=== design 1 ===
**src/rtl/serial_word_assembler_pkg.sv**
```systemverilog
// Shared definitions for the serial word assembler: state encoding, default
// word width and frame-length derivation.
// Frame length grows by one trailing parity bit when PARITY_CHECK_EN is defined.
package serial_word_assembler_pkg;

  // Frame progress: IDLE means no bits of the current frame received yet.
  typedef enum logic {
    IDLE  = 1'b0,
    SHIFT = 1'b1
  } state_t;

  localparam int DEFAULT_WIDTH = 4;

  // Bits per frame on the serial line for a given data width.
  function automatic int frame_len(input int width);
`ifdef PARITY_CHECK_EN
    return width + 1;
`else
    return width;
`endif
  endfunction

endpackage

```
**src/rtl/dff_ne_r.sv**
```systemverilog
// 1-bit falling-edge storage cell with synchronous active-low reset and load enable.
// Latency: d_i appears on q_o just after the falling edge of clk_i where en_i=1.
// No backpressure: the cell holds its value whenever en_i=0; reset overrides en_i.
module dff_ne_r (
  input  logic clk_i,
  input  logic rst_n_i,
  input  logic en_i,
  input  logic d_i,
  output logic q_o
);

  logic en_n;
  logic sel;
  logic sel_n;
  logic load_n;
  logic keep_n;
  logic mux;
  logic d_n;
  logic q_d;
  logic q_q;

  // NAND-only next-state network. sel is forced high during reset so the
  // reset value is loaded even when the enable is low.
  assign en_n   = ~(en_i & en_i);
  assign sel    = ~(en_n & rst_n_i);
  assign sel_n  = ~(sel & sel);
  assign load_n = ~(sel & d_i);
  assign keep_n = ~(sel_n & q_q);
  assign mux    = ~(load_n & keep_n);
  assign d_n    = ~(mux & rst_n_i);
  assign q_d    = ~(d_n & d_n);

  // Storage element clocked on the falling edge.
  always_ff @(negedge clk_i) begin
    q_q <= q_d;
  end

  assign q_o = q_q;

endmodule

```
**src/rtl/serial_word_assembler.sv**
```systemverilog
// Serial-in/parallel-out word assembler, MSB first; optional trailing even-parity bit (PARITY_CHECK_EN).
// Latency: PO/VALID update on the same falling edge of C that consumes the last bit of a frame.
// No backpressure: SE=0 freezes the frame in progress; VALID is a one-cycle strobe per word.
module serial_word_assembler
  import serial_word_assembler_pkg::*;
#(
  parameter int WIDTH = DEFAULT_WIDTH
) (
  input  logic             C,
  input  logic             Rnot,
  input  logic             SI,
  input  logic             SE,
  output logic [WIDTH-1:0] PO,
  output logic             VALID,
  output logic             BUSY,
  output logic             PERR
);

  localparam int FRAME = frame_len(WIDTH);
  localparam int CW    = $clog2(FRAME + 1);

  logic [WIDTH-1:0] sr_q;
  logic [WIDTH-1:0] sr_d;
  logic [CW-1:0]    cnt_q;
  logic [CW-1:0]    cnt_d;
  logic             state_bit_q;
  state_t           state_q;
  state_t           state_d;
  logic [WIDTH-1:0] po_q;
  logic [WIDTH-1:0] po_d;
  logic             valid_q;
  logic             valid_d;
  logic             last_bit;
  logic             data_bit;
  logic             sr_en;
  logic             po_en;

  assign state_q = state_t'(state_bit_q);

  // Next-state decode: shift/count on SE, publish the word on the frame's last bit.
  always_comb begin
    last_bit = 1'b0;
    data_bit = 1'b0;
    sr_en    = 1'b0;
    po_en    = 1'b0;
    sr_d     = sr_q;
    cnt_d    = cnt_q;
    state_d  = state_q;
    valid_d  = 1'b0;

    last_bit = SE && (cnt_q == CW'(FRAME - 1));
    // With a parity bit appended, the final position is not a data bit.
    data_bit = (cnt_q < CW'(WIDTH));
    sr_en    = SE && data_bit;
    sr_d     = {sr_q[WIDTH-2:0], SI};
    cnt_d    = last_bit ? '0 : cnt_q + CW'(1);
    state_d  = last_bit ? IDLE : SHIFT;
    po_en    = last_bit;
    valid_d  = last_bit;
  end

`ifdef PARITY_CHECK_EN
  // Last bit is parity, so SR already holds the full word.
  assign po_d = sr_q;
`else
  // Last bit is data, so the current SI completes the word.
  assign po_d = sr_d;
`endif

  genvar i;

  generate
    for (i = 0; i < WIDTH; i++) begin : g_sr
      dff_ne_r u_sr (
        .clk_i  (C),
        .rst_n_i(Rnot),
        .en_i   (sr_en),
        .d_i    (sr_d[i]),
        .q_o    (sr_q[i])
      );
    end

    for (i = 0; i < CW; i++) begin : g_cnt
      dff_ne_r u_cnt (
        .clk_i  (C),
        .rst_n_i(Rnot),
        .en_i   (SE),
        .d_i    (cnt_d[i]),
        .q_o    (cnt_q[i])
      );
    end

    for (i = 0; i < WIDTH; i++) begin : g_po
      dff_ne_r u_po (
        .clk_i  (C),
        .rst_n_i(Rnot),
        .en_i   (po_en),
        .d_i    (po_d[i]),
        .q_o    (po_q[i])
      );
    end
  endgenerate

  dff_ne_r u_state (
    .clk_i  (C),
    .rst_n_i(Rnot),
    .en_i   (SE),
    .d_i    (state_d),
    .q_o    (state_bit_q)
  );

  // VALID reloads every edge so it drops back to 0 right after the strobe.
  dff_ne_r u_valid (
    .clk_i  (C),
    .rst_n_i(Rnot),
    .en_i   (1'b1),
    .d_i    (valid_d),
    .q_o    (valid_q)
  );

`ifdef PARITY_CHECK_EN
  logic perr_d;
  logic perr_q;

  // Even parity: data bits XOR parity bit is 1 on error.
  assign perr_d = (^sr_q) ^ SI;

  dff_ne_r u_perr (
    .clk_i  (C),
    .rst_n_i(Rnot),
    .en_i   (po_en),
    .d_i    (perr_d),
    .q_o    (perr_q)
  );

  assign PERR = perr_q;
`else
  // Word MSB is only ever shifted out, never read, when no parity bit exists.
  logic unused_sr_msb;
  assign unused_sr_msb = sr_q[WIDTH-1];
  assign PERR          = 1'b0;
`endif

  assign PO    = po_q;
  assign VALID = valid_q;
  assign BUSY  = (state_q == SHIFT);

endmodule
```
**config.mk**
```make
export PLATFORM = sky130hd
export DESIGN_NAME = serial_word_assembler
export DESIGN_NICKNAME = d
export VERILOG_FILES = /design/src/rtl/serial_word_assembler_pkg.sv /design/src/rtl/dff_ne_r.sv /design/src/rtl/serial_word_assembler.sv
export SDC_FILE = /design/constraint.sdc
export NUM_CORES = 1
export LEC_CHECK = 0
export ABC_AREA = 0
export CAP_MARGIN = 20
export CORE_AREA = 2 2 39 41
export DETAILED_ROUTE_END_ITERATION = 10
export DIE_AREA = 0 0 41 43
export HOLD_SLACK_MARGIN = 0.12
export PLACE_DENSITY = 0.66
export SLEW_MARGIN = 20
export SYNTH_ARGS = -nofsm -noshare
export SYNTH_HDL_FRONTEND = slang
export SYNTH_HIERARCHICAL = 1
export SYNTH_SLANG_ARGS = --single-unit
```
**constraint.sdc**
```tcl
create_clock -name C -period 1.3 [get_ports C]
set_clock_uncertainty 0.1 [all_clocks]
set_input_delay 0.26 -clock C [delete_from_list [all_inputs] [get_ports C]]
set_output_delay 0.26 -clock C [all_outputs]
set_load 0.01 [all_outputs]
```
==> summary.txt <==
run results: outcome=finished with violations, failing checks=negative setup slack, RR Startpoint=g_cnt[0].u_cnt/q_o, most common cell in the netlist=inv_1, Layout clock area frac=0.0891, #MultiIn Comb=32, Multiplexer share=0.238, cell family contributing the most delay on the critical path=flip-flops, final worst slack=-0.465 ns, GRT met1 Usage=0.129, Latency at later pin=0.32 ns, CP Buf/Inv Count=1, slowest CP cell=dfxtp_2, Avg WL per Cell=10.3 µm, Worst setup SP type=flop, grt met3 use=0.0628, Die ar.=about 0.0018 mm², main area contributors after synthesis=dfxtp_1, mux2i_1, nor2b_1, final hold viol count=0, gr busiest metal=met2, Hold Path Stages=2, OpenROAD warnings=41, initial antenna violation count=0, Hold Crit Class=reg2reg, Comb area share=0.351, tap cells=16, first-pass GRT wire length=1470 µm, Syn Nets=63, non-clock buffer count=15, core region area=0.00138 mm², Clk pwr share=0.422, Cells after DPL=86, Seq pwr share=0.476, most numerous logic cells after layout=inv_1, mux2i_1, nor2b_1, Register Area=248 µm², Die Ht=between 40 and 50 µm, Syn Inst Count=58, WL final=941 µm, Syn. warnings=6, Final setup viols=18, asr flop ratio synth=0, number of global-route vias before repair=407
==> kinds of logic after synthesis <==
kind of cell | Yosys count
mux | 13
other cells | 2
buf+inv | 14
flops | 12
simple gates | 16
fa+ha+maj | 1
==> flip-flops by register name (all words and copies together) (netlist names) <==
signal and cells:
g_po.u_po/q_o 4, g_cnt.u_cnt/q_o 3, g_sr.u_sr/q_o 3, u_state/q_o 1, u_valid/q_o 1
==> layer usage <==
layer  vias to the layer above  wire length (µm)
met5                         -                 0
met4                         0                29
met3                         4                49
met2                        14               443
met1                       187               419
li1                        206                 -
design_1/detail.png
Region (21, 1) to (41, 21) µm. Cells in grey, sequential cells in the stronger grey; small squares are vias.
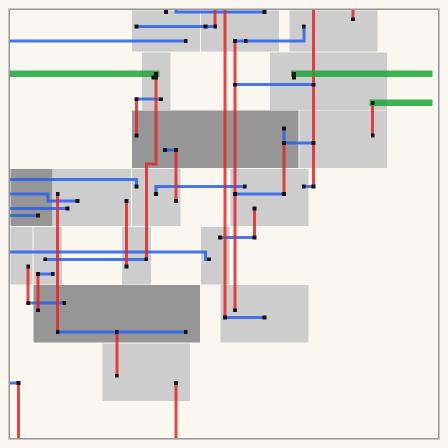
Blue is metal 1. Green is metal 3. Red is metal 2.
Sequential cells in the window: 2. Netlist names of flops here include `u_state/q_o` (1), `u_valid/q_o` (1). 16 logic cells have their middle in the window. Most frequent: buf_6 (4), inv_1 (3).

design_1/wires.png
Drawn at 8 px/µm.
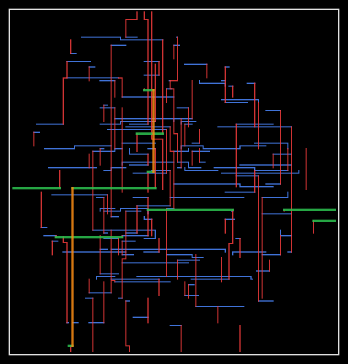
Blue is metal 1, wire length 419 µm. Green is metal 3, wire length 49.2 µm. Red is metal 2, wire length 443 µm. Orange is metal 4, wire length 29.9 µm.


=== design 2 ===
design_2/flops_by_reg.png
Drawn at 6 px/µm. Other sequential cells in the stronger grey, the rest of the logic in the fainter grey.
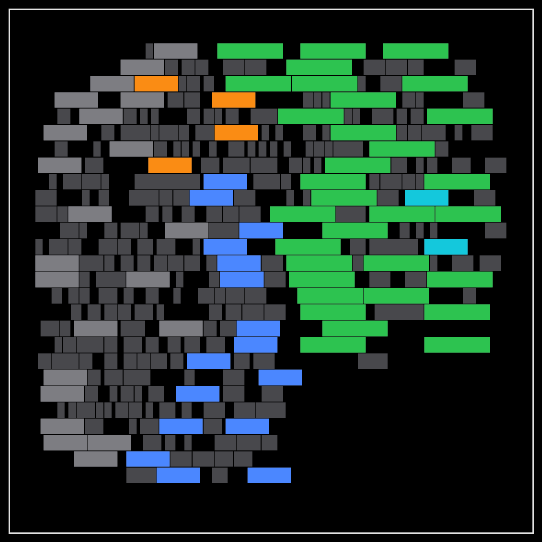
[src/rtl/genius_pkg.sv]
// Shared definitions for the Genius game: sequence depth, LFSR constants,
// generator state encoding and the colour code type.
package genius_pkg;

    localparam int unsigned SEQ_DEPTH    = 16;
    localparam int unsigned IDX_W        = $clog2(SEQ_DEPTH);
    localparam logic [15:0] LFSR_TAPS    = 16'hB400;
    localparam logic [15:0] DEFAULT_SEED = 16'hACE1;

    typedef enum logic [1:0] {
        StIdle,
        StFill,
        StReady
    } gen_state_e;

    typedef logic [1:0] colour_t;

endpackage

[src/rtl/genius_sequence_gen_if.sv]
// Link between the sequence generator and the game FSM / start switch.
interface genius_sequence_gen_if;
    import genius_pkg::*;

    logic                 start;
    logic [IDX_W-1:0]     sequence_count;
    colour_t              current_number;
    logic                 ready;

    modport master (
        output start,
        output sequence_count,
        input  current_number,
        input  ready
    );

    modport slave (
        input  start,
        input  sequence_count,
        output current_number,
        output ready
    );

endinterface

[src/rtl/genius_lfsr16.sv]
// 16-bit right-shifting Galois LFSR with synchronous load; resets to the default seed.
module genius_lfsr16 #(
    parameter logic [15:0] LFSR_TAPS    = genius_pkg::LFSR_TAPS,
    parameter logic [15:0] DEFAULT_SEED = genius_pkg::DEFAULT_SEED
) (
    input  logic        clock,
    input  logic        reset,
    input  logic        load,
    input  logic [15:0] seed,
    input  logic        step,
    output logic [15:0] lfsr,
    output logic [15:0] lfsr_next
);

    logic [15:0] lfsr_q, lfsr_d;

    assign lfsr_next = {1'b0, lfsr_q[15:1]} ^ (lfsr_q[0] ? LFSR_TAPS : 16'h0000);
    assign lfsr      = lfsr_q;

    always_comb begin
        lfsr_d = lfsr_q;
        if (load) begin
            lfsr_d = seed;
        end else if (step) begin
            lfsr_d = lfsr_next;
        end
    end

    always_ff @(posedge clock) begin
        if (reset) begin
            lfsr_q <= DEFAULT_SEED;
        end else begin
            lfsr_q <= lfsr_d;
        end
    end

endmodule

[src/rtl/genius_sequence_gen.sv]
// Genius colour-sequence source: on each new-game start edge, seeds the LFSR and
// fills a fixed colour table that the game FSM then reads back level by level.
module genius_sequence_gen #(
    parameter int unsigned SEQ_DEPTH    = genius_pkg::SEQ_DEPTH,
    parameter logic [15:0] LFSR_TAPS    = genius_pkg::LFSR_TAPS,
    parameter logic [15:0] DEFAULT_SEED = genius_pkg::DEFAULT_SEED,
    parameter bit          FIXED_SEED   = 1'b0
) (
    input logic                  clock,
    input logic                  reset,
    genius_sequence_gen_if.slave bus
);
    import genius_pkg::*;

    localparam int unsigned IdxW = $clog2(SEQ_DEPTH);

    logic            sync1_q, sync2_q, sync_prev_q, go_q;
    logic [15:0]     free_cnt_q;
    gen_state_e      state_q, state_d;
    logic [IdxW-1:0] fill_idx_q, fill_idx_d;
    colour_t         mem_q [SEQ_DEPTH];
    colour_t         current_number_q, current_number_d;

    logic            lfsr_load, lfsr_step, mem_we;
    logic [15:0]     seed_raw, seed, lfsr, lfsr_next;

    // A zero seed would lock the LFSR at zero forever.
    assign seed_raw = FIXED_SEED ? DEFAULT_SEED : free_cnt_q;
    assign seed     = (seed_raw == 16'h0000) ? DEFAULT_SEED : seed_raw;

    genius_lfsr16 #(
        .LFSR_TAPS   (LFSR_TAPS),
        .DEFAULT_SEED(DEFAULT_SEED)
    ) u_lfsr (
        .clock    (clock),
        .reset    (reset),
        .load     (lfsr_load),
        .seed     (seed),
        .step     (lfsr_step),
        .lfsr     (lfsr),
        .lfsr_next(lfsr_next)
    );

    logic unused_lfsr;
    assign unused_lfsr = ^{lfsr, lfsr_next[15:2]};

    always_ff @(posedge clock) begin
        if (reset) begin
            sync1_q          <= 1'b0;
            sync2_q          <= 1'b0;
            sync_prev_q      <= 1'b0;
            go_q             <= 1'b0;
            free_cnt_q       <= 16'h0000;
            state_q          <= StIdle;
            fill_idx_q       <= '0;
            current_number_q <= '0;
        end else begin
            sync1_q          <= bus.start;
            sync2_q          <= sync1_q;
            sync_prev_q      <= sync2_q;
            go_q             <= sync2_q & ~sync_prev_q;
            free_cnt_q       <= free_cnt_q + 16'd1;
            state_q          <= state_d;
            fill_idx_q       <= fill_idx_d;
            current_number_q <= current_number_d;
        end
    end

    // Table has no reset; it is only exposed once a full fill has completed.
    always_ff @(posedge clock) begin
        if (mem_we) begin
            mem_q[fill_idx_q] <= lfsr_next[1:0];
        end
    end

    always_comb begin
        state_d    = state_q;
        fill_idx_d = fill_idx_q;
        lfsr_load  = 1'b0;
        lfsr_step  = 1'b0;
        mem_we     = 1'b0;
        if (go_q) begin
            state_d    = StFill;
            fill_idx_d = '0;
            lfsr_load  = 1'b1;
        end else begin
            case (state_q)
                StIdle:  ;
                StFill: begin
                    lfsr_step  = 1'b1;
                    mem_we     = 1'b1;
                    fill_idx_d = fill_idx_q + 1'b1;
                    if (fill_idx_q == IdxW'(SEQ_DEPTH - 1)) begin
                        state_d = StReady;
                    end
                end
                StReady: ;
                default: state_d = StIdle;
            endcase
        end
    end

    // Blank the output already in the go cycle so it reads 0 while ready is low.
    always_comb begin
        current_number_d = '0;
        if (state_q == StReady && !go_q) begin
            current_number_d = mem_q[bus.sequence_count];
        end
    end

    assign bus.current_number = current_number_q;
    assign bus.ready          = (state_q == StReady);

endmodule

[src/flat_wrapper.sv]
// flat-port wrapper written by rule: the top's interface ports become plain ports
module genius_sequence_gen_flat import genius_pkg::*;
#(
    parameter int unsigned SEQ_DEPTH    = genius_pkg::SEQ_DEPTH,
    parameter logic [15:0] LFSR_TAPS    = genius_pkg::LFSR_TAPS,
    parameter logic [15:0] DEFAULT_SEED = genius_pkg::DEFAULT_SEED,
    parameter bit          FIXED_SEED   = 1'b0
)
  (clock, reset, bus_start, bus_sequence_count, bus_current_number, bus_ready);
  genius_sequence_gen_if bus_i ();
  input logic clock;
  input logic reset;
  input wire logic [$bits(bus_i.start)-1:0] bus_start;
  input wire logic [$bits(bus_i.sequence_count)-1:0] bus_sequence_count;
  output wire logic [$bits(bus_i.current_number)-1:0] bus_current_number;
  output wire logic [$bits(bus_i.ready)-1:0] bus_ready;
  assign bus_i.start = bus_start;
  assign bus_i.sequence_count = bus_sequence_count;
  assign bus_current_number = bus_i.current_number;
  assign bus_ready = bus_i.ready;
  genius_sequence_gen #(.SEQ_DEPTH(SEQ_DEPTH), .LFSR_TAPS(LFSR_TAPS), .DEFAULT_SEED(DEFAULT_SEED), .FIXED_SEED(FIXED_SEED)) u_core (.clock(clock), .reset(reset), .bus(bus_i));
endmodule
[config.mk]
export PLATFORM = sky130hd
export DESIGN_NAME = genius_sequence_gen_flat
export DESIGN_NICKNAME = d
export VERILOG_FILES = /design/src/rtl/genius_pkg.sv /design/src/rtl/genius_sequence_gen_if.sv /design/src/rtl/genius_lfsr16.sv /design/src/rtl/genius_sequence_gen.sv /design/src/flat_wrapper.sv
export SDC_FILE = /design/constraint.sdc
export NUM_CORES = 1
export LEC_CHECK = 0
export CAP_MARGIN = 20
export CORE_MARGIN = 4
export CORE_UTILIZATION = 55
export CTS_CLUSTER_SIZE = 10
export DETAILED_ROUTE_END_ITERATION = 8
export HOLD_SLACK_MARGIN = 0.03
export PLACE_DENSITY = 0.83
export SYNTH_ARGS = -nofsm -noshare
export SYNTH_HDL_FRONTEND = slang
export SYNTH_HIERARCHICAL = 1
export SYNTH_SLANG_ARGS = --single-unit
[constraint.sdc]
create_clock -name clock -period 4.7 [get_ports clock]
set_input_delay 0.705 -clock clock [delete_from_list [all_inputs] [get_ports clock]]
set_output_delay 0.705 -clock clock [all_outputs]
set_load 0.005 [all_outputs]
==> summary.txt <==
run results: outcome=finished clean, RR Startpoint=u_core/go_q, final hold viol count=0, pre-CTS setup slack=2.02 ns, normalized max-slew margin=0.479, Crit Path Max Fanout=15, Max H-tree Level=3, Row Count=28, non-clk buf share=0.0285, NumNets Final=325, initial antenna violation count=0, Initial DRC Count=128, minimum hold slack=0.385 ns, Die Wd=87.1 µm, post-route setup TNS=0 ns, fin util=0.615, R2R cell count=4
## Picture notes: design_2/flops_by_reg.png
Cyan is `u_core/bus.current_number`, placed flops 2. Blue is `u_core/u_lfsr/lfsr`, placed flops 16. Orange is `u_core/fill_idx_q`, placed flops 4. Green is `u_core/mem_q`, placed flops 32.
Another 22 sequential cells are not coloured.

critical path: cells and delay by family:
family | cells | cell delay (ns)
AND/OR/NAND/NOR | 1 | 0.06
AND-OR/OR-AND | 1 | 0.08
buffers and inverters | 1 | 0.98
multiplexers | 2 | 0.71
report_power, final:
part | total, mW | internal [mW] | switching, mW | leakage (nW)
Combinational | 0.0686 | 0.0314 | 0.0372 | 0.551
Clock | 0.475 | 0.245 | 0.229 | 0.0943
Sequential | 0.708 | 0.696 | 0.0121 | 0.653
Total | 1.25 | 0.973 | 0.279 | 1.30

=== design 3 ===
==> src/rtl/proc_pkg.sv <==
// Shared types and constants for the 4-bit processor fetch/execute sequencer.
package proc_pkg;

    localparam int PC_W_DEF    = 12;
    localparam int INSTR_W_DEF = 8;

    typedef enum logic [1:0] {
        ST_STOP  = 2'd0,
        ST_FETCH = 2'd1,
        ST_EXEC  = 2'd2
    } seq_state_t;

    // Bit positions within the 7-bit decoder input word
    localparam int DEC_PHASE  = 0;
    localparam int DEC_Z      = 1;
    localparam int DEC_C      = 2;
    localparam int DEC_OP_LSB = 3;
    localparam int DEC_W      = 7;

endpackage

==> src/rtl/proc_sequencer_pc_reg.sv <==
// Program counter: load beats increment, increment wraps modulo 2^PC_W.
module pc_reg #(
    parameter int PC_W = 12
) (
    input  logic            clk,
    input  logic            reset_n,
    input  logic            en,
    input  logic            load,
    input  logic            inc,
    input  logic [PC_W-1:0] load_addr,
    output logic [PC_W-1:0] pc
);

    always_ff @(posedge clk or negedge reset_n) begin
        if (!reset_n) begin
            pc <= '0;
        end else if (en) begin
            if (load)
                pc <= load_addr;
            else if (inc)
                pc <= pc + 1'b1;
        end
    end

endmodule

==> src/rtl/proc_sequencer.sv <==
// Fetch/execute sequencer: phase FSM, PC, instruction register and C/Z flags.
// Optional single-step support is enabled by defining SEQ_SINGLE_STEP_EN.
module proc_sequencer
    import proc_pkg::*;
#(
    parameter int PC_W    = PC_W_DEF,
    parameter int INSTR_W = INSTR_W_DEF
) (
    input  logic               clk,
    input  logic               reset_n,
    input  logic               run,
    input  logic               step,
    input  logic [INSTR_W-1:0] prog_byte,
    input  logic               dec_pc_inc,
    input  logic               dec_pc_load,
    input  logic               dec_flags_we,
    input  logic [PC_W-1:0]    jump_addr,
    input  logic               alu_c,
    input  logic               alu_z,
    output logic [PC_W-1:0]    pc,
    output logic [INSTR_W-1:0] instr,
    output logic               phase,
    output logic [DEC_W-1:0]   dec_in,
    output logic               c_flag,
    output logic               z_flag,
    output logic               halted
);

    seq_state_t state;
    logic       start;

`ifdef SEQ_SINGLE_STEP_EN
    // A step only matters from STOP; run alone keeps EXEC looping back to FETCH,
    // so a step without run naturally yields exactly one FETCH+EXEC pair.
    assign start = run | step;
`else
    logic step_unused;
    assign step_unused = step;
    assign start = run;
`endif

    always_ff @(posedge clk or negedge reset_n) begin
        if (!reset_n) begin
            state  <= ST_STOP;
            phase  <= 1'b0;
            halted <= 1'b1;
        end else begin
            case (state)
                ST_STOP: begin
                    if (start) begin
                        state  <= ST_FETCH;
                        halted <= 1'b0;
                    end
                end
                ST_FETCH: begin
                    state <= ST_EXEC;
                    phase <= 1'b1;
                end
                ST_EXEC: begin
                    phase <= 1'b0;
                    if (run) begin
                        state <= ST_FETCH;
                    end else begin
                        state  <= ST_STOP;
                        halted <= 1'b1;
                    end
                end
                default: begin
                    state  <= ST_STOP;
                    phase  <= 1'b0;
                    halted <= 1'b1;
                end
            endcase
        end
    end

    always_ff @(posedge clk or negedge reset_n) begin
        if (!reset_n)
            instr <= '0;
        else if (state == ST_FETCH)
            instr <= prog_byte;
    end

    always_ff @(posedge clk or negedge reset_n) begin
        if (!reset_n) begin
            c_flag <= 1'b0;
            z_flag <= 1'b0;
        end else if (state == ST_EXEC && dec_flags_we) begin
            c_flag <= alu_c;
            z_flag <= alu_z;
        end
    end

    pc_reg #(.PC_W(PC_W)) u_pc_reg (
        .clk       (clk),
        .reset_n   (reset_n),
        .en        (state != ST_STOP),
        .load      (dec_pc_load),
        .inc       (dec_pc_inc),
        .load_addr (jump_addr),
        .pc        (pc)
    );

    always_comb begin
        dec_in                   = '0;
        dec_in[DEC_PHASE]        = phase;
        dec_in[DEC_Z]            = z_flag;
        dec_in[DEC_C]            = c_flag;
        dec_in[DEC_OP_LSB +: 4]  = instr[INSTR_W-1 -: 4];
    end

endmodule

==> config.mk <==
export PLATFORM = sky130hd
export DESIGN_NAME = proc_sequencer
export DESIGN_NICKNAME = d
export VERILOG_FILES = /design/src/rtl/proc_pkg.sv /design/src/rtl/proc_sequencer_pc_reg.sv /design/src/rtl/proc_sequencer.sv
export SDC_FILE = /design/constraint.sdc
export NUM_CORES = 1
export LEC_CHECK = 0
export CORE_MARGIN = 2
export CORE_UTILIZATION = 45
export CTS_CLUSTER_DIAMETER = 200
export DETAILED_ROUTE_END_ITERATION = 12
export HOLD_SLACK_MARGIN = 0.12
export PLACE_DENSITY = 0.85
export SYNTH_ARGS = -nofsm -noshare
export SYNTH_HDL_FRONTEND = slang
export SYNTH_SLANG_ARGS = --single-unit
==> constraint.sdc <==
create_clock -name clk -period 3.55 [get_ports clk]
set_input_delay 0.8875 -clock clk [delete_from_list [all_inputs] [get_ports clk]]
set_output_delay 0.8875 -clock clk [all_outputs]
set_load 0.02 [all_outputs]
design_3/clk_routes.png
Drawn at 4 px/µm.
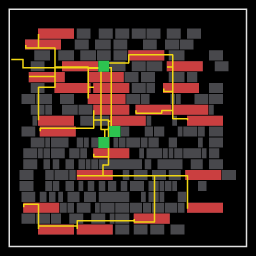
Red is flip-flops, count 26. Yellow is clock wires, length 314 µm. Green is clock drivers, count 3.
There are 4 routed clock nets.
Latency at later pin: 0.32 ns
Clk pwr share: 0.195
clock skew: 0.00906 ns
Clock group: 205 µW

design_3/flops_by_reg.png
Drawn at 8 px/µm. Other sequential cells in the stronger grey, the rest of the logic in the fainter grey.
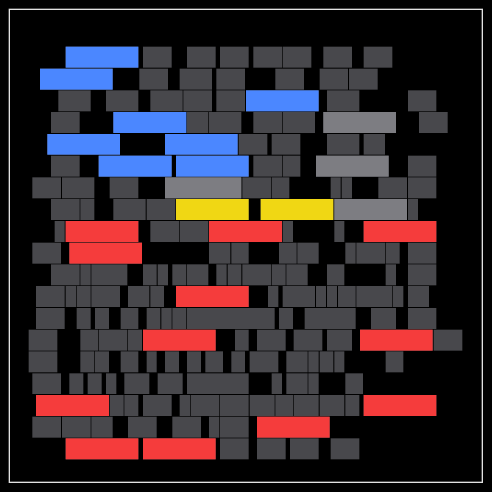
Red is `u_pc_reg.pc`, placed flops 12. Blue is `instr`, placed flops 8. Yellow is `state`, placed flops 2.
Another 4 sequential cells are not coloured.
Register Area: 652 µm²
Seq/total area: 0.330
Flop+latch power: 433 µW
fin util: 0.705

==> summary.txt <==
run results: Final Cell Area=0.00198 mm², grt met3 use=0.0242, Worst setup SP type=flop, post-route setup TNS=0 ns, maxcap violations=0, Cell Area, Synth=0.00136 mm², Die ar.=0.00348 mm², Final setup viols=0, routability cong.=0.784, xor/xnor share of the synthesized area=0, Vias/cell=5.44, Syn Inst Count=between 100 and 150, DRC errors left=4, outcome=finished with violations, CTS Buf Count=3, CP Class=reg2out, failing checks=design-rule violations, PwrDens=roughly 530 mW/mm², Placed Instance Area=0.00193 mm²
==> power by group through the flow <==
stage	clock network [mW]	registers [mW]	logic, mW
final	0.205	0.433	0.411
after global routing	0.218	0.444	0.436
after detailed placement	0	0.439	0.411
after global placement	0	0.433	0.403
after CTS	0.210	0.433	0.414
after floorplan	0	0.501	0.149
==> area by class of cell <==
cell class	count	area [µm²]	area share
tap	31	38.8	0.0196
inverter	3	11.3	0.00569
timing repair buffer	61	603	0.305
clock inverter	1	30.0	0.0152
clock buffer	3	22.5	0.0114
multi-input combinational	92	621	0.314
sequential	26	652	0.330

=== design 4 ===
design_4/layer_met4.png
Drawn at 1 px/µm. Cells faint in the background.
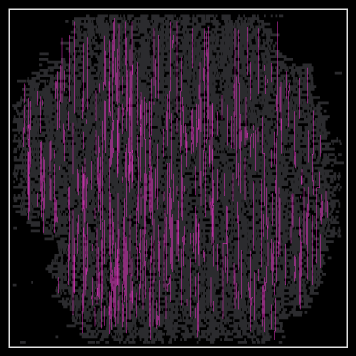
design_4/congestion.png
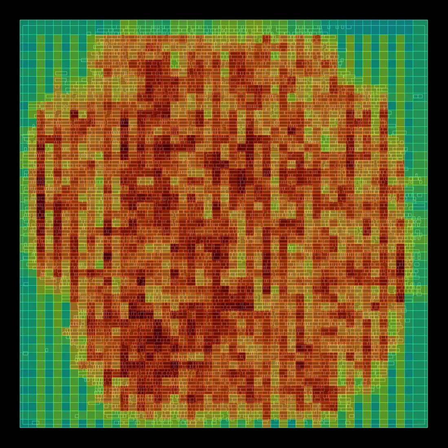
## src/rtl/mips_rf_pkg.sv

```systemverilog
// mips_rf_pkg: shared register-file constants for decode, ALU and the
// register file itself.
//   RF_DATA_W : default register width
//   RF_ADDR_W : default register index width (depth = 2**RF_ADDR_W)
//   REG_ZERO  : index of the hardwired-zero register
package mips_rf_pkg;

    localparam int RF_DATA_W = 32;
    localparam int RF_ADDR_W = 5;
    localparam int REG_ZERO  = 0;

endpackage

```

## src/rtl/rf_scoreboard.sv

```systemverilog
// rf_scoreboard: per-register outstanding-write counters.
//   clk, rst       : clock, asynchronous active-low reset
//   iss_en, iss_rd : an instruction with destination iss_rd issues
//   wen, waddr     : writeback retires one producer of waddr
//   flush          : drop every outstanding producer
//   cnt            : outstanding producers per register (index 0 always 0)
//   err            : sticky counter overflow flag
module rf_scoreboard
    import mips_rf_pkg::*;
#(
    parameter int ADDR_W = RF_ADDR_W,
    parameter int CNT_W  = 2
) (
    input  logic                              clk,
    input  logic                              rst,
    input  logic                              iss_en,
    input  logic [ADDR_W-1:0]                 iss_rd,
    input  logic                              wen,
    input  logic [ADDR_W-1:0]                 waddr,
    input  logic                              flush,
    output logic [2**ADDR_W-1:0][CNT_W-1:0]   cnt,
    output logic                              err
);

    localparam int               DEPTH   = 2**ADDR_W;
    localparam logic [CNT_W-1:0] CNT_MAX = '1;

    logic [DEPTH-1:0][CNT_W-1:0] r_cnt;
    logic                        r_err;
    logic [DEPTH-1:0]            w_inc;
    logic [DEPTH-1:0]            w_dec;
    logic [DEPTH-1:0]            w_ovf;

    // Register 0 never sees inc/dec, so its counter stays at its reset value.
    // A writeback to an idle register is an untracked write: no decrement.
    always_comb begin
        w_inc = '0;
        w_dec = '0;
        w_ovf = '0;
        for (int r = 0; r < DEPTH; r++) begin
            if (r != REG_ZERO) begin
                w_inc[r] = iss_en && (iss_rd == ADDR_W'(r));
                w_dec[r] = wen && (waddr == ADDR_W'(r)) && (r_cnt[r] != '0);
                w_ovf[r] = !flush && w_inc[r] && !w_dec[r] && (r_cnt[r] == CNT_MAX);
            end
        end
    end

    always_ff @(posedge clk or negedge rst) begin
        if (!rst) begin
            r_cnt <= '0;
        end else begin
            for (int r = 0; r < DEPTH; r++) begin
                if (flush)
                    r_cnt[r] <= CNT_W'(w_inc[r]);   // issue in the flush cycle survives
                else if (w_inc[r] && !w_dec[r]) begin
                    if (r_cnt[r] != CNT_MAX)
                        r_cnt[r] <= r_cnt[r] + 1'b1; // saturate on overflow
                end else if (w_dec[r] && !w_inc[r])
                    r_cnt[r] <= r_cnt[r] - 1'b1;
            end
        end
    end

    always_ff @(posedge clk or negedge rst) begin
        if (!rst)
            r_err <= 1'b0;
        else if (|w_ovf)
            r_err <= 1'b1;
    end

    assign cnt = r_cnt;
    assign err = r_err;

endmodule

```

## src/rtl/mips_regfile_sb.sv

```systemverilog
// mips_regfile_sb: MIPS register file with write bypass, hardwired-zero r0,
// NUM_RD read ports and an outstanding-write scoreboard for RAW stalls.
//   clk, rst          : clock, asynchronous active-low reset
//   raddr/rdata       : packed read ports, port i at [i*W +: W]
//   rbusy             : per-port "operand still has a pending producer"
//   wen/waddr/wdata   : writeback
//   iss_en/iss_rd     : destination of the instruction issuing this cycle
//   flush             : discard all outstanding producers
//   err               : sticky scoreboard overflow
module mips_regfile_sb
    import mips_rf_pkg::*;
#(
    parameter int DATA_W = RF_DATA_W,
    parameter int ADDR_W = RF_ADDR_W,
    parameter int NUM_RD = 2,
    parameter int CNT_W  = 2
) (
    input  logic                       clk,
    input  logic                       rst,
    input  logic [NUM_RD*ADDR_W-1:0]   raddr,
    output logic [NUM_RD*DATA_W-1:0]   rdata,
    output logic [NUM_RD-1:0]          rbusy,
    input  logic                       wen,
    input  logic [ADDR_W-1:0]          waddr,
    input  logic [DATA_W-1:0]          wdata,
    input  logic                       iss_en,
    input  logic [ADDR_W-1:0]          iss_rd,
    input  logic                       flush,
    output logic                       err
);

    localparam int DEPTH = 2**ADDR_W;

    logic [DEPTH-1:0][DATA_W-1:0] r_mem;
    logic [DEPTH-1:0][CNT_W-1:0]  w_cnt;
    logic                         w_wr;

    // Writes to r0 are dropped, so r_mem[0] keeps its reset value of zero.
    assign w_wr = wen && (waddr != ADDR_W'(REG_ZERO));

    always_ff @(posedge clk or negedge rst) begin
        if (!rst)
            r_mem <= '0;
        else if (w_wr)
            r_mem[waddr] <= wdata;
    end

    rf_scoreboard #(
        .ADDR_W (ADDR_W),
        .CNT_W  (CNT_W)
    ) u_sb (
        .clk    (clk),
        .rst    (rst),
        .iss_en (iss_en),
        .iss_rd (iss_rd),
        .wen    (wen),
        .waddr  (waddr),
        .flush  (flush),
        .cnt    (w_cnt),
        .err    (err)
    );

    for (genvar i = 0; i < NUM_RD; i++) begin : g_rd
        logic [ADDR_W-1:0] w_ra;
        logic              w_hit;

        assign w_ra  = raddr[i*ADDR_W +: ADDR_W];
        assign w_hit = w_wr && (waddr == w_ra);
        assign rdata[i*DATA_W +: DATA_W] = w_hit ? wdata : r_mem[w_ra];
        // The producer retiring this cycle is already satisfied by the bypass.
        assign rbusy[i] = w_cnt[w_ra] > CNT_W'(w_hit);
    end

endmodule

```

## config.mk

```make
export PLATFORM = sky130hd
export DESIGN_NAME = mips_regfile_sb
export DESIGN_NICKNAME = d
export VERILOG_FILES = /design/src/rtl/mips_rf_pkg.sv /design/src/rtl/rf_scoreboard.sv /design/src/rtl/mips_regfile_sb.sv
export SDC_FILE = /design/constraint.sdc
export NUM_CORES = 2
export LEC_CHECK = 0
export CAP_MARGIN = 20
export CORE_MARGIN = 2
export CORE_UTILIZATION = 55
export CTS_BUF_LIST = sky130_fd_sc_hd__clkbuf_8 sky130_fd_sc_hd__clkbuf_16
export DETAILED_ROUTE_END_ITERATION = 16
export PLACE_DENSITY = 0.72
export SETUP_SLACK_MARGIN = 0.3
export SYNTH_ARGS = -nofsm -noshare
export SYNTH_HDL_FRONTEND = slang
export SYNTH_SLANG_ARGS = --single-unit
```

## constraint.sdc

```tcl
create_clock -name clk -period 3.78 [get_ports clk]
set_input_delay 0.756 -clock clk [delete_from_list [all_inputs] [get_ports clk]]
set_output_delay 0.756 -clock clk [all_outputs]
set_load 0.005 [all_outputs]
```

==> summary.txt <==
run results: Syn Nets=between 5000 and 6000, GRT Util Overall=0.382, clock skew=0.0341 ns, CP Capture Type=primary output, Fillers=7352, Comb pwr share=0.225, outcome=finished clean, Die Ht=336 µm, crit path DRT=3.02 ns, Main logic family=multiplexers, metal2 WL=between 90000 and 100000 µm, CTS root buf=clkbuf_16, FF+latch count, synth=about 1100, CTS Buf Count=115, Syn. warnings=0, Initial DRC Count=between 7000 and 8000, number of vias in the routed layout=50809, CP Class=in2out, dpl hpwl=128000 µm, Flop+latch power=15.4 mW, Fmax=270 MHz, Commonest cells post-synth=nand2_1, dfrtp_1, mux2_2, tap cells=1476, DR pass1 iterations=7, pre-CTS setup slack=-0.429 ns, RR Startpoint=u_sb.cnt[20], GRT met1 Usage=0.498, number of global-route vias before repair=around 51000, CTS Buffer Depth=3, clk_buf instances=152, Latency at later pin=0.73 ns, OpenROAD warnings=32, group drawing the most power=registers, routability cong.=0.962, cell family contributing the most delay on the critical path=multiplexers, AND/OR/NAND/NOR Cells, Area Fraction=0.129, Top cell area share=0.448, Final ANT Viol Nets=0, FP Util=0.557
Notes on design_4/layer_met4.png above:
219 nets have wire on it. The longest straight run is 167 µm.

Notes on design_4/congestion.png above:
grt met3 use: 0.0888
Avg WL per Cell: 29.4 µm
fin util: 0.686

-- timing repair --
action                     4_1_cts  5_1_grt
buffers inserted               144       52
pin swaps                       53       72
setup endpoints to repair       66       66
gates resized                  487      182
gates cloned                    24        8
-- worst max path at each step --
| stage | start | endpoint |
|---|---|---|
| 2_1_floorplan | raddr[5] | rbusy[1] |
| 3_3_place_gp | waddr[4] | rdata[16] |
| 3_5_place_dp | waddr[4] | rdata[16] |
| 4_1_cts | raddr[0] | rbusy[0] |
| 5_1_grt | raddr[0] | rdata[26] |
| 6_report | raddr[0] | rdata[17] |

=== design 5 ===
## src/rtl/fastica_error_unit_if.sv

```systemverilog
// rtl/fastica_error_unit_if.sv - controller/weight-store bus of the FastICA convergence checker
interface fastica_error_unit_if #(
    parameter int DATA_W = 16,
    parameter int ADDR_W = 4,
    parameter int ACC_W  = 34
) ();
    logic              en_error;
    logic              error_busy;
    logic              isConverge;
    logic              rd_en;
    logic [ADDR_W-1:0] rd_addr;
    logic [DATA_W-1:0] w_new_data;
    logic [DATA_W-1:0] w_old_data;
    logic              old_wr_en;
    logic [ADDR_W-1:0] old_wr_addr;
    logic [DATA_W-1:0] old_wr_data;
    logic [ACC_W-1:0]  err_max;

    modport slave (
        input  en_error, w_new_data, w_old_data,
        output error_busy, isConverge, rd_en, rd_addr,
               old_wr_en, old_wr_addr, old_wr_data, err_max
    );

    modport master (
        output en_error, w_new_data, w_old_data,
        input  error_busy, isConverge, rd_en, rd_addr,
               old_wr_en, old_wr_addr, old_wr_data, err_max
    );
endinterface

```

## src/rtl/fastica_error_unit.sv

```systemverilog
// rtl/fastica_error_unit.sv - per-row |1-|w_new.w_old|| convergence check with w_old refresh
module fastica_error_unit #(
    parameter int N      = 4,
    parameter int DATA_W = 16,
    parameter int FRAC   = 14,
    parameter int ADDR_W = 4,
    parameter int ACC_W  = 34,
    parameter int EPS    = 268
) (
    input  logic                 clk_error,
    input  logic                 rstn,
    fastica_error_unit_if.slave  bus
);
    localparam int COL_W = (N > 1) ? $clog2(N) : 1;
    localparam logic [ADDR_W-1:0]       LAST_ADDR = ADDR_W'(N * N - 1);
    localparam logic [COL_W-1:0]        LAST_COL  = COL_W'(N - 1);
    localparam logic signed [ACC_W-1:0] ONE       = ACC_W'(1) << (2 * FRAC);
    localparam logic [ACC_W-1:0]        EPS_V     = ACC_W'(EPS);

    typedef enum logic [1:0] {IDLE, COMPARE, DRAIN, DONE} state_t;

    state_t state, next_state;

    logic                     en_prev;
    logic                     start;
    logic [COL_W-1:0]         col;
    logic signed [ACC_W-1:0]  acc;
    logic                     fail;
    logic [ACC_W-1:0]         run_max;

    logic signed [2*DATA_W-1:0] prod;
    logic signed [ACC_W-1:0]    prod_ext;
    logic signed [ACC_W-1:0]    sum;
    logic signed [ACC_W-1:0]    abs_sum;
    logic signed [ACC_W-1:0]    diff;
    logic [ACC_W-1:0]           err;

    assign start = (state == IDLE) && bus.en_error && !en_prev;

    always_ff @(posedge clk_error) begin
        if (!rstn) state <= IDLE;
        else       state <= next_state;
    end

    always_comb begin
        next_state = state;
        case (state)
            IDLE:    if (start) next_state = COMPARE;
            COMPARE: if (bus.rd_addr == LAST_ADDR) next_state = DRAIN;
            DRAIN:   next_state = DONE;
            DONE:    next_state = IDLE;
            default: next_state = IDLE;
        endcase
    end

    // Width rules guarantee no overflow, so plain two's-complement abs is safe.
    assign prod     = $signed(bus.w_new_data) * $signed(bus.w_old_data);
    assign prod_ext = {{(ACC_W - 2 * DATA_W){prod[2*DATA_W-1]}}, prod};
    assign sum      = acc + prod_ext;
    assign abs_sum  = sum[ACC_W-1] ? -sum : sum;
    assign diff     = ONE - abs_sum;
    assign err      = diff[ACC_W-1] ? ACC_W'(-diff) : ACC_W'(diff);

    // The store write mirrors the read data in the cycle it returns.
    assign bus.old_wr_data = bus.old_wr_en ? bus.w_new_data : '0;

    always_ff @(posedge clk_error) begin
        if (!rstn) begin
            en_prev         <= 1'b0;
            bus.error_busy  <= 1'b0;
            bus.isConverge  <= 1'b0;
            bus.rd_en       <= 1'b0;
            bus.rd_addr     <= '0;
            bus.old_wr_en   <= 1'b0;
            bus.old_wr_addr <= '0;
            bus.err_max     <= '0;
            col             <= '0;
            acc             <= '0;
            fail            <= 1'b0;
            run_max         <= '0;
        end else begin
            en_prev         <= bus.en_error;
            bus.old_wr_en   <= bus.rd_en;
            bus.old_wr_addr <= bus.rd_addr;

            if (bus.old_wr_en) begin
                if (col == LAST_COL) begin
                    col <= '0;
                    acc <= '0;
                    if (err > EPS_V)   fail    <= 1'b1;
                    if (err > run_max) run_max <= err;
                end else begin
                    col <= col + COL_W'(1);
                    acc <= sum;
                end
            end

            case (state)
                IDLE: begin
                    if (start) begin
                        bus.error_busy <= 1'b1;
                        bus.isConverge <= 1'b0;
                        bus.rd_en      <= 1'b1;
                        bus.rd_addr    <= '0;
                        col            <= '0;
                        acc            <= '0;
                    end
                end
                COMPARE: begin
                    if (bus.rd_addr == LAST_ADDR) begin
                        bus.rd_en   <= 1'b0;
                        bus.rd_addr <= '0;
                    end else begin
                        bus.rd_addr <= bus.rd_addr + ADDR_W'(1);
                    end
                end
                DONE: begin
                    bus.error_busy <= 1'b0;
                    bus.isConverge <= ~fail;
                    bus.err_max    <= run_max;
                    fail           <= 1'b0;
                    run_max        <= '0;
                end
                default: ;
            endcase
        end
    end
endmodule

```

## src/flat_wrapper.sv

```systemverilog
// flat-port wrapper written by rule: the top's interface ports become plain ports
module fastica_error_unit_flat 
#(
    parameter int N      = 4,
    parameter int DATA_W = 16,
    parameter int FRAC   = 14,
    parameter int ADDR_W = 4,
    parameter int ACC_W  = 34,
    parameter int EPS    = 268
)
  (clk_error, rstn, bus_en_error, bus_w_new_data, bus_w_old_data, bus_error_busy, bus_isConverge, bus_rd_en, bus_rd_addr, bus_old_wr_en, bus_old_wr_addr, bus_old_wr_data, bus_err_max);
  fastica_error_unit_if #(.DATA_W(DATA_W), .ADDR_W(ADDR_W), .ACC_W(ACC_W)) bus_i ();
  input  logic clk_error;
  input  logic rstn;
  input wire logic [$bits(bus_i.en_error)-1:0] bus_en_error;
  input wire logic [$bits(bus_i.w_new_data)-1:0] bus_w_new_data;
  input wire logic [$bits(bus_i.w_old_data)-1:0] bus_w_old_data;
  output wire logic [$bits(bus_i.error_busy)-1:0] bus_error_busy;
  output wire logic [$bits(bus_i.isConverge)-1:0] bus_isConverge;
  output wire logic [$bits(bus_i.rd_en)-1:0] bus_rd_en;
  output wire logic [$bits(bus_i.rd_addr)-1:0] bus_rd_addr;
  output wire logic [$bits(bus_i.old_wr_en)-1:0] bus_old_wr_en;
  output wire logic [$bits(bus_i.old_wr_addr)-1:0] bus_old_wr_addr;
  output wire logic [$bits(bus_i.old_wr_data)-1:0] bus_old_wr_data;
  output wire logic [$bits(bus_i.err_max)-1:0] bus_err_max;
  assign bus_i.en_error = bus_en_error;
  assign bus_i.w_new_data = bus_w_new_data;
  assign bus_i.w_old_data = bus_w_old_data;
  assign bus_error_busy = bus_i.error_busy;
  assign bus_isConverge = bus_i.isConverge;
  assign bus_rd_en = bus_i.rd_en;
  assign bus_rd_addr = bus_i.rd_addr;
  assign bus_old_wr_en = bus_i.old_wr_en;
  assign bus_old_wr_addr = bus_i.old_wr_addr;
  assign bus_old_wr_data = bus_i.old_wr_data;
  assign bus_err_max = bus_i.err_max;
  fastica_error_unit #(.N(N), .DATA_W(DATA_W), .FRAC(FRAC), .ADDR_W(ADDR_W), .ACC_W(ACC_W), .EPS(EPS)) u_core (.clk_error(clk_error), .rstn(rstn), .bus(bus_i));
endmodule
```

## config.mk

```make
export PLATFORM = sky130hd
export DESIGN_NAME = fastica_error_unit_flat
export DESIGN_NICKNAME = d
export VERILOG_FILES = /design/src/rtl/fastica_error_unit_if.sv /design/src/rtl/fastica_error_unit.sv /design/src/flat_wrapper.sv
export SDC_FILE = /design/constraint.sdc
export NUM_CORES = 1
export LEC_CHECK = 0
export ABC_AREA = 1
export CORE_MARGIN = 2
export CORE_UTILIZATION = 64
export DETAILED_ROUTE_END_ITERATION = 8
export GPL_ROUTABILITY_DRIVEN = 0
export PLACE_DENSITY = 0.84
export SKIP_CTS_REPAIR_TIMING = 1
export SLEW_MARGIN = 20
export SYNTH_ARGS = -nofsm -noshare
export SYNTH_HDL_FRONTEND = slang
export SYNTH_SLANG_ARGS = --single-unit
export TNS_END_PERCENT = 100
```

## constraint.sdc

```tcl
create_clock -name clk_error -period 16.1 [get_ports clk_error]
set_input_delay 3.22 -clock clk_error [delete_from_list [all_inputs] [get_ports clk_error]]
set_output_delay 3.22 -clock clk_error [all_outputs]
set_load 0.02 [all_outputs]
```

design_5/clk_routes.png
Drawn at 1.5 px/µm.
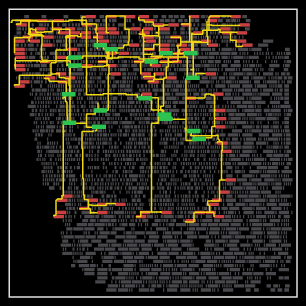
Green is clock drivers, count 17. Red is flip-flops, count 120. Yellow is clock wires, length 2060 µm.
Position of the flops: widely spread. There are 18 routed clock nets.
clock skew: 0.0127 ns
Latency at later pin: 0.43 ns

==> summary.txt <==
run results: outcome=finished clean, Die Ht=about 190 µm, Hold Path Stages=2, most common cell in the netlist=nand2_1, RR Startpoint=u_core.acc[9], Commonest cells post-synth=nand2_1, inv_1, fa_1, CP Launch Point=bus_w_new_data[15], clock-pin slew on the worst setup and hold paths=0.07 ns, main area contributors after synthesis=fa_1, nand2_1, inv_1, Final Cell Area=approximately 0.024 mm², unrepaired setup endpoints after global routing=no, Layout Cells excl Fill=3768, dpl hpwl=47800 µm, critical path depth in cells=49, final worst path period share=0.919, pre-CTS setup slack=between 0.7 and 0.8 ns, crit path DRT=roughly 16 ns, minimum hold slack=approximately 0.46 ns
metal layers:
layer  vias to the layer above  GRT usage  part of all wire
li1                       9834          -                 -
met1                     10010      0.431              0.39
met2                      1144      0.571              0.48
met3                       217     0.0528             0.091
met4                         0      0.133             0.038
met5                         -          0                 0
final cells by class:
type                    count  area (µm²)
inverters                 808        3040
multi-input cells        2247       16300
flip-flops and latches    120        2400
clock inverters            14         161
fillers                  2762       10500
clock buffers              18         429
repair buffers            106        1040
well taps                 455         569


==> gallery <==
Routing congestion.
panel A
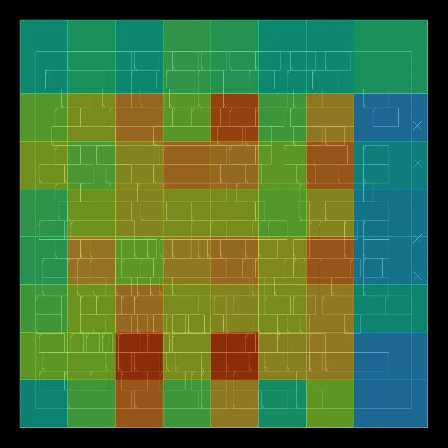
panel B
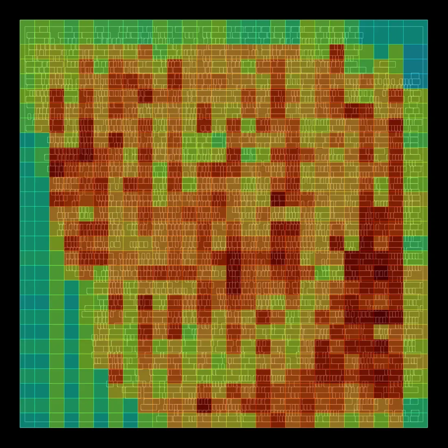
panel C
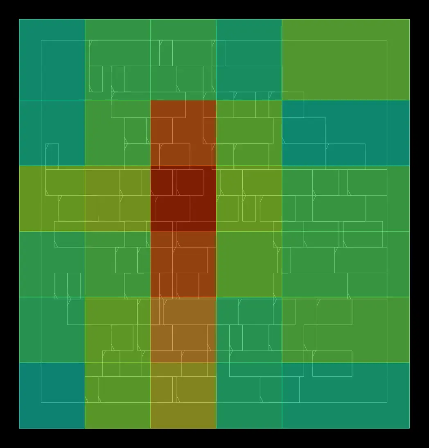
- design 3 = panel A
- design 5 = panel B
- design 1 = panel C


==> gallery <==
Clock network drawn from the DEF.
Plate I
Drawn at 6 px/µm.
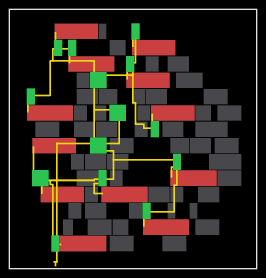
Plate II
Drawn at 1 px/µm.
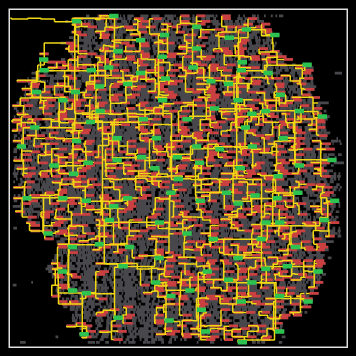
Plate III
Drawn at 3 px/µm.
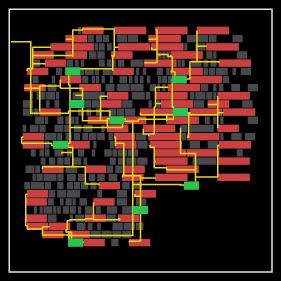
Design 1 is Plate I.
Design 2 is Plate III.
Design 4 is Plate II.
- smallest die: Plate I

Key to Plate III:
Red is flip-flops, count 76. Yellow is clock wires, length 789 µm. Green is clock drivers, count 9.
There are 10 routed clock nets. Position of the flops: widely spread.

Power is estimated from default activity; no workload was simulated.
